=== design 1 ===
`src/rtl/irq_ctrl.sv`:
```
// Interrupt controller: edge-detects request lines into pending bits, masks them, and runs a
// request/ack/return handshake with the control unit for the highest-priority (lowest) index.
module irq_ctrl #(
  parameter int unsigned      N_IRQ      = 4,
  parameter int unsigned      PC_W       = 10,
  parameter logic [PC_W-1:0]  VEC_BASE   = 10'h3C0,
  parameter int unsigned      VEC_STRIDE = 16,
  parameter int unsigned      ID_W       = $clog2(N_IRQ)
) (
  input  logic             clk,
  input  logic             reset,
  input  logic [N_IRQ-1:0] irq_in,
  input  logic             mask_we,
  input  logic [N_IRQ-1:0] mask_din,
  input  logic             cpu_ack,
  input  logic             cpu_reti,
  output logic             irq_req,
  output logic [PC_W-1:0]  irq_vec,
  output logic [ID_W-1:0]  irq_id,
  output logic             in_service,
  output logic [N_IRQ-1:0] pending,
  output logic [N_IRQ-1:0] mask
);

  typedef enum logic [1:0] {StIdle, StReq, StService} state_e;

  state_e           state_q;
  logic [N_IRQ-1:0] irq_prev_q;
  logic [N_IRQ-1:0] rise;
  logic [N_IRQ-1:0] eligible;
  logic [N_IRQ-1:0] ack_clr;
  logic [ID_W-1:0]  sel_id;
  logic             sel_found;
  logic [PC_W-1:0]  sel_vec;

  assign rise     = irq_in & ~irq_prev_q;
  assign eligible = pending & mask;

  // Lowest set index wins: scan downwards so the last hit is the smallest index.
  always_comb begin
    sel_id    = '0;
    sel_found = 1'b0;
    for (int i = N_IRQ - 1; i >= 0; i--) begin
      if (eligible[i]) begin
        sel_id    = ID_W'(i);
        sel_found = 1'b1;
      end
    end
  end

  assign sel_vec = VEC_BASE + PC_W'(VEC_STRIDE * sel_id);

  always_comb begin
    ack_clr = '0;
    if (state_q == StReq && cpu_ack) begin
      ack_clr[irq_id] = 1'b1;
    end
  end

  always_ff @(posedge clk or posedge reset) begin
    if (reset) begin
      state_q    <= StIdle;
      irq_prev_q <= '0;
      pending    <= '0;
      mask       <= '0;
      irq_req    <= 1'b0;
      irq_vec    <= '0;
      irq_id     <= '0;
      in_service <= 1'b0;
    end else begin
      irq_prev_q <= irq_in;
      // A rise coinciding with its own ack-clear is kept as a new event.
      pending    <= (pending & ~ack_clr) | rise;
      if (mask_we) begin
        mask <= mask_din;
      end
      unique case (state_q)
        StIdle: begin
          if (sel_found) begin
            irq_id  <= sel_id;
            irq_vec <= sel_vec;
            irq_req <= 1'b1;
            state_q <= StReq;
          end
        end
        StReq: begin
          if (cpu_ack) begin
            irq_req    <= 1'b0;
            in_service <= 1'b1;
            state_q    <= StService;
          end else if (!mask[irq_id]) begin
            irq_req <= 1'b0;
            state_q <= StIdle;
          end
        end
        StService: begin
          if (cpu_reti) begin
            in_service <= 1'b0;
            state_q    <= StIdle;
          end
        end
        default: state_q <= StIdle;
      endcase
    end
  end

endmodule
```
`config.mk`:
```
export PLATFORM = sky130hd
export DESIGN_NAME = irq_ctrl
export DESIGN_NICKNAME = d
export VERILOG_FILES = /design/src/rtl/irq_ctrl.sv
export SDC_FILE = /design/constraint.sdc
export NUM_CORES = 1
export LEC_CHECK = 0
export ABC_AREA = 1
export CAP_MARGIN = 0
export CELL_PAD_IN_SITES_DETAIL_PLACEMENT = 1
export CELL_PAD_IN_SITES_GLOBAL_PLACEMENT = 1
export CORE_ASPECT_RATIO = 1.5
export CORE_MARGIN = 2
export CORE_UTILIZATION = 30
export DETAILED_ROUTE_END_ITERATION = 8
export PLACE_DENSITY_LB_ADDON = 0.1
export SLEW_MARGIN = 20
export SYNTH_ARGS = -nofsm -noshare
export SYNTH_HDL_FRONTEND = slang
export SYNTH_SLANG_ARGS = --single-unit
```
`constraint.sdc`:
```
create_clock -name clk -period 1.2 [get_ports clk]
set_clock_uncertainty 0.2 [all_clocks]
set_input_delay 0.18 -clock clk [delete_from_list [all_inputs] [get_ports clk]]
set_output_delay 0.18 -clock clk [all_outputs]
set_load 0.01 [all_outputs]
```
=== design 2 ===
$ cat config.mk
export PLATFORM = sky130hd
export DESIGN_NAME = ldo_dual_sr_ctrl
export DESIGN_NICKNAME = d
export VERILOG_FILES = /design/src/rtl/ldo_ctrl_pkg.sv /design/src/rtl/therm_dec.sv /design/src/rtl/ldo_dual_sr_ctrl.sv
export SDC_FILE = /design/constraint.sdc
export NUM_CORES = 1
export LEC_CHECK = 0
export CORE_ASPECT_RATIO = 1.75
export CORE_MARGIN = 2
export CORE_UTILIZATION = 44
export DETAILED_ROUTE_END_ITERATION = 16
export PLACE_DENSITY = 0.79
export SLEW_MARGIN = 0
export SYNTH_ARGS = -nofsm -noshare
export SYNTH_HDL_FRONTEND = slang
export SYNTH_SLANG_ARGS = --single-unit
$ cat constraint.sdc
create_clock -name clk -period 2.58 [get_ports clk]
set_input_delay 0.516 -clock clk [delete_from_list [all_inputs] [get_ports clk]]
set_output_delay 0.516 -clock clk [all_outputs]
set_load 0.03 [all_outputs]
$ cat src/rtl/ldo_ctrl_pkg.sv
// Shared types and helpers for the dual-array digital LDO controller.
package ldo_ctrl_pkg;

  // Which gate array the comparator is currently steering.
  typedef enum logic {
    COARSE = 1'b0,
    FINE   = 1'b1
  } state_t;

  localparam int L_DEFAULT = 16;
  localparam int M_DEFAULT = 16;

  // Bits needed to hold a unit count from 0 to n inclusive.
  function automatic int cnt_width(input int n);
    return $clog2(n + 1);
  endfunction

endpackage

$ cat src/rtl/therm_dec.sv
// Binary count to active-low thermometer code. A count of n turns on the n
// most significant units (those bits are 0); the rest stay 1.
module therm_dec
  import ldo_ctrl_pkg::*;
#(
  parameter int W = 16
) (
  input  logic [cnt_width(W)-1:0] count,
  output logic [W-1:0]            code
);

  // Bit i is on exactly when it lies in the top `count` positions.
  always_comb begin
    for (int i = 0; i < W; i++) begin
      code[i] = (i < (W - int'(count)));
    end
  end

endmodule

$ cat src/rtl/ldo_dual_sr_ctrl.sv
// Coarse/fine thermometer array driver for the digital LDO power stage.
// Build option: define LDO_LOCK_FREEZE_EN to freeze both counts while the
// limit-cycle lock flag is set; otherwise lock is status only.
module ldo_dual_sr_ctrl
  import ldo_ctrl_pkg::*;
#(
  parameter int L            = L_DEFAULT,
  parameter int M            = M_DEFAULT,
  parameter int LOCK_TOGGLES = 4
) (
  input  logic                    clk,
  input  logic                    rst,
  input  logic                    en,
  input  logic                    comp_in,
  input  logic                    force_coarse,
  output logic [L-1:0]            fine_out,
  output logic [M-1:0]            coarse_out,
  output logic [cnt_width(L)-1:0] fine_cnt,
  output logic [cnt_width(M)-1:0] coarse_cnt,
  output logic                    in_fine,
  output logic                    lock,
  output logic                    sat_hi,
  output logic                    sat_lo
);

  localparam int FW = cnt_width(L);
  localparam int CW = cnt_width(M);

  localparam logic [FW-1:0] L_CNT  = FW'(L);
  localparam logic [FW-1:0] L_HALF = FW'(L / 2);
  localparam logic [FW:0]   L_EXT  = (FW + 1)'(L);
  localparam logic [CW-1:0] M_CNT  = CW'(M);
  localparam logic [CW:0]   M_EXT  = (CW + 1)'(M);
  localparam logic [2:0]    LOCK_T = 3'(LOCK_TOGGLES);

  state_t        state_q, state_d;
  logic [FW-1:0] fine_q, fine_d;
  logic [CW-1:0] coarse_q, coarse_d;
  logic [2:0]    tog_q, tog_d;
  logic          prev_q, prev_d;
  logic          first_q, first_d;
  logic          lock_q, lock_d;
  logic          sat_hi_q, sat_hi_d;
  logic          sat_lo_q, sat_lo_d;

  // One bit wider than the counters so the bounds show up without wrapping.
  logic [FW:0]   fine_up, fine_dn;
  logic [CW:0]   coarse_up, coarse_dn;
  logic [2:0]    tog_inc;
  logic          flip;
  logic          carry_borrow;
  logic          freeze;

`ifdef LDO_LOCK_FREEZE_EN
  assign freeze = lock_q;
`else
  assign freeze = 1'b0;
`endif

  assign fine_up   = {1'b0, fine_q} + (FW + 1)'(1);
  assign fine_dn   = {1'b0, fine_q} - (FW + 1)'(1);
  assign coarse_up = {1'b0, coarse_q} + (CW + 1)'(1);
  assign coarse_dn = {1'b0, coarse_q} - (CW + 1)'(1);
  assign flip      = (comp_in != prev_q);
  assign tog_inc   = (tog_q == LOCK_T) ? tog_q : tog_q + 3'd1;

  // Next-state, count and flag decisions for one comparator sample.
  // NOTE: every variable gets a hold default first, so no path can infer a latch.
  always_comb begin
    state_d      = state_q;
    fine_d       = fine_q;
    coarse_d     = coarse_q;
    tog_d        = tog_q;
    prev_d       = prev_q;
    first_d      = first_q;
    lock_d       = lock_q;
    sat_hi_d     = sat_hi_q;
    sat_lo_d     = sat_lo_q;
    carry_borrow = 1'b0;

    if (en) begin
      prev_d   = comp_in;
      sat_hi_d = (coarse_q == M_CNT) && (fine_q == L_CNT) && comp_in;
      sat_lo_d = (coarse_q == '0) && (fine_q == '0) && !comp_in;

      if (force_coarse) begin
        state_d = COARSE;
        first_d = 1'b1;
        lock_d  = 1'b0;
        tog_d   = '0;
      end else begin
        first_d = 1'b0;
        unique case (state_q)
          COARSE: begin
            tog_d  = '0;
            lock_d = 1'b0;
            if (first_q || !flip) begin
              if (comp_in) begin
                if (coarse_up <= M_EXT) coarse_d = coarse_up[CW-1:0];
              end else begin
                if (!coarse_dn[CW]) coarse_d = coarse_dn[CW-1:0];
              end
            end else begin
              // First polarity flip: park fine mid-scale and track with it.
              fine_d  = L_HALF;
              state_d = FINE;
            end
          end
          FINE: begin
            if (!freeze) begin
              if (comp_in) begin
                if (fine_up <= L_EXT) begin
                  fine_d = fine_up[FW-1:0];
                end else if (coarse_up <= M_EXT) begin
                  coarse_d     = coarse_up[CW-1:0];
                  fine_d       = L_HALF;
                  carry_borrow = 1'b1;
                end
              end else begin
                if (!fine_dn[FW]) begin
                  fine_d = fine_dn[FW-1:0];
                end else if (!coarse_dn[CW]) begin
                  coarse_d     = coarse_dn[CW-1:0];
                  fine_d       = L_HALF;
                  carry_borrow = 1'b1;
                end
              end
            end
            if (carry_borrow) begin
              lock_d = 1'b0;
              tog_d  = '0;
            end else if (flip) begin
              tog_d = tog_inc;
              if (tog_inc == LOCK_T) lock_d = 1'b1;
            end else begin
              // A cleared counter means the previous sample was also equal.
              tog_d = '0;
              if (tog_q == '0) lock_d = 1'b0;
            end
          end
          default: ;
        endcase
      end
    end
  end

  // State register with asynchronous reset to the all-off COARSE state.
  // NOTE: sequential state uses non-blocking assignments so all registers update together.
  always_ff @(posedge clk or posedge rst) begin
    if (rst) begin
      state_q  <= COARSE;
      fine_q   <= '0;
      coarse_q <= '0;
      tog_q    <= '0;
      prev_q   <= 1'b0;
      first_q  <= 1'b1;
      lock_q   <= 1'b0;
      sat_hi_q <= 1'b0;
      sat_lo_q <= 1'b0;
    end else begin
      state_q  <= state_d;
      fine_q   <= fine_d;
      coarse_q <= coarse_d;
      tog_q    <= tog_d;
      prev_q   <= prev_d;
      first_q  <= first_d;
      lock_q   <= lock_d;
      sat_hi_q <= sat_hi_d;
      sat_lo_q <= sat_lo_d;
    end
  end

  therm_dec #(.W(L)) u_fine_dec (
    .count (fine_q),
    .code  (fine_out)
  );

  therm_dec #(.W(M)) u_coarse_dec (
    .count (coarse_q),
    .code  (coarse_out)
  );

  assign fine_cnt   = fine_q;
  assign coarse_cnt = coarse_q;
  assign in_fine    = (state_q == FINE);
  assign lock       = lock_q;
  assign sat_hi     = sat_hi_q;
  assign sat_lo     = sat_lo_q;

endmodule

Fig. 1: design 2, logic cells by family
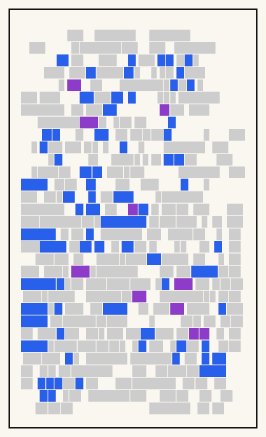
legend:
  blue:
    family: inverting AOI/OAI gates
    cells: 70
    most_used: a21oi_1
    where: widely spread
  purple:
    family: AND and OR gates
    cells: 10
    most_used: and3_1
logic share of the area: 53.0%
Commonest Layout Cell: buf_4
final cell count without fillers: 367

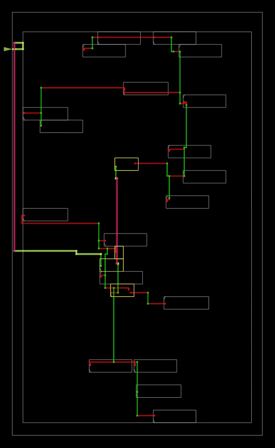
Fig. 2. The clock network (design 2).
Seq cells: 19
Setup Skew: 2.97 ps
Insertion Delay late pin: 260 ps

==> run_results.csv, design 2 <==
group,metric,value,unit
worst_setup_path,worstSetupEndpointType,"output port",
worst_setup_path,cp_slowest_cell,"dfrtp_2",
logic_synthesis,synthDistinctLibCells,57,
min_path,min_delay_path_depth,2,
final_layout,clkbuf_count,3,
run_status,failed_checks,"negative setup slack",
placement,hpwl,4320,um
sta,layout_min_cycle_time,2650,ps
global_routing,antenna_found_initial,0,
worst_setup_path,reg2reg_depth,10,
clocking,cts_tree,"yes",
worst_setup_path,crit_path_start_kind,"flop",
final_layout,finalNetCount,338,
global_routing,top_usage_layer,"met2",
logic_synthesis,async_flop_share,100,%
clocking,cts-buffers-inserted,3,
logic_synthesis,ys.flop_type,"dfrtp_1",
clocking,post_cts_buffers,2,
global_routing,gr-usage-met3,1.97,%
run_status,outcome,"finished, violations left",
drt,vias,2130,
worst_setup_path,crit_fanout,7,
global_routing,grt.met1_usage,25.1,%
final_layout,inverters_excl_clock,19,
clocking,clockRootBuffer,"clkbuf_8",
sta,setup_viol,7,
sta,layout_setup_ws,-66.0,ps
min_path,hp-class,"reg2reg",
global_routing,grt.met2_usage,43.5,%
-- design 2: worst max-delay path: cells and delay by family (launching register included) --
| family | cells | cell delay (ps) |
|---|---|---|
| AND/OR/NAND/NOR | 2 | 480 |
| buffers and inverters | 5 | 480 |
| flip-flops | 1 | 430 |
| adder cells (fa/ha/maj) | 2 | 330 |
| AND-OR/OR-AND | 1 | 130 |
-- design 2: per-stage QoR --
step                utilization, %
floorplan                        -
global placement              65.0
detailed placement            65.0
CTS                           68.0
global route                  70.4
finish                        70.4
-- design 2: cell families after synthesis --
| family | synth area share [%] |
|---|---|
| buffers and inverters | 8.17 |
| flip-flops | 24.9 |
| multiplexers | 1.63 |
| adder cells (fa/ha/maj) | 9.15 |
| XOR/XNOR | 4.97 |
| AND-OR/OR-AND | 29.3 |
| AND/OR/NAND/NOR | 21.9 |
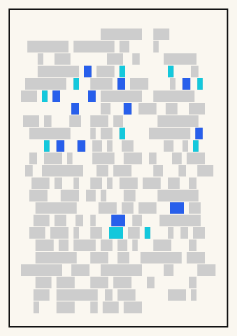
Fig. 3. Logic cells by family (design 1).
legend:
  cyan:
    family: inverters
    cells: 10
    most_used: inv_1
  blue:
    family: inverting AOI/OAI gates
    cells: 12
    most_used: o21ai_1
final cell count without fillers: 183
logic share of the area: 25.5%

==> run_results.csv, design 1 <==
group,metric,value,unit
drt,topRoutingLayerUsed,"met4",
final_layout,stdcell_area,0.00148,mm^2
clocking,cts.reportedPaths.clkPinSlew,70,ps
final_layout,n_fill_cell,319,
run_status,outcome,"finished, violations left",
final_layout,reg_top3,"irq_prev_q: 4 flops, mask: 4 flops, pending: 4 flops",
final_layout,regArea,475,um^2
die,core.rowCount,23,
placement,port_buffers,30,
sta,setup_viol,18,
global_routing,grt_first_pass_wirelength,4000,um
sta,layout_setup_ws,-143,ps
run_status,failed_checks,"negative setup slack",
drt,routed-wl-met3,105,um
worst_setup_path,cpPeakStageDelay,410,ps
logic_synthesis,xor_share,0,%
drt,met1Wirelength,841,um
worst_setup_path,path_cells,"buf_6 > nand2_4 > nand2_4 > nand2_4 > nand2_4 > or2_1",
final_layout,drive_gt1_share,50.7,%
-- design 1: synth_stat cells, drive strengths merged --
cell | instances | area, um^2
nand2 | 29 | 119
dfrtp | 19 | 475
o21ai | 11 | 55.1
inv | 10 | 37.5
buf | 9 | 67.6
mux2 | 4 | 45.0
nand3 | 3 | 15.0
nor2 | 3 | 16.3
a21oi | 1 | 5.00
conb | 1 | 3.75
nor3 | 1 | 5.00
or2 | 1 | 6.26
-- design 1: repair_timing --
| item | CTS | global route |
|---|---|---|
| gates resized | 94 | 25 |
| setup endpoints to repair | 27 | 27 |
| pin swaps | 13 | 9 |
| setup buffers | 11 | 2 |
-- design 1: per-stage QoR --
stage	setup WS, ps	TNS [ps]	hold slack (ps)	util, %
CTS	-138	-992	35.3	51.1
finish	-143	-1170	36.4	55.1
detailed placement	-216	-3450	205	47.3
global placement	-190	-3070	197	47.3
floorplan	-5.06	-5.06	-68.9	-
global route	-207	-2390	80.6	55.1
-- design 1: final cells by class --
| cell class | count | share of cell area (%) |
|---|---|---|
| repair buffers | 56 | 33.2 |
| multi-input cells | 57 | 25.5 |
| clock buffers | 4 | 3.05 |
| flip-flops and latches | 19 | 32.2 |
| well taps | 37 | 3.14 |
| inverters | 10 | 2.88 |


==> layout pictures side by side <==
Met3 routing.
Plate I
Scale bar: 20 um. Cells faint in the background.
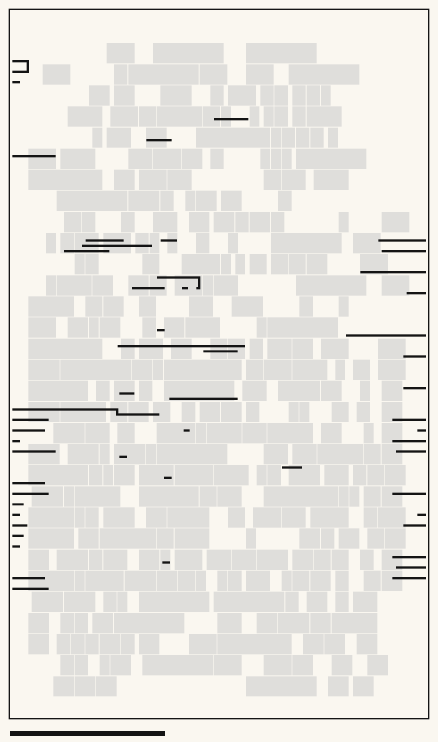
Plate II
Scale bar: 10 um. Cells faint in the background.
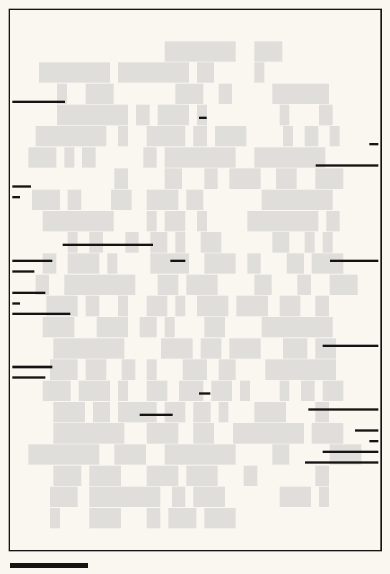
Plate I -> design 2
Plate II -> design 1
Of these, largest die: Plate I

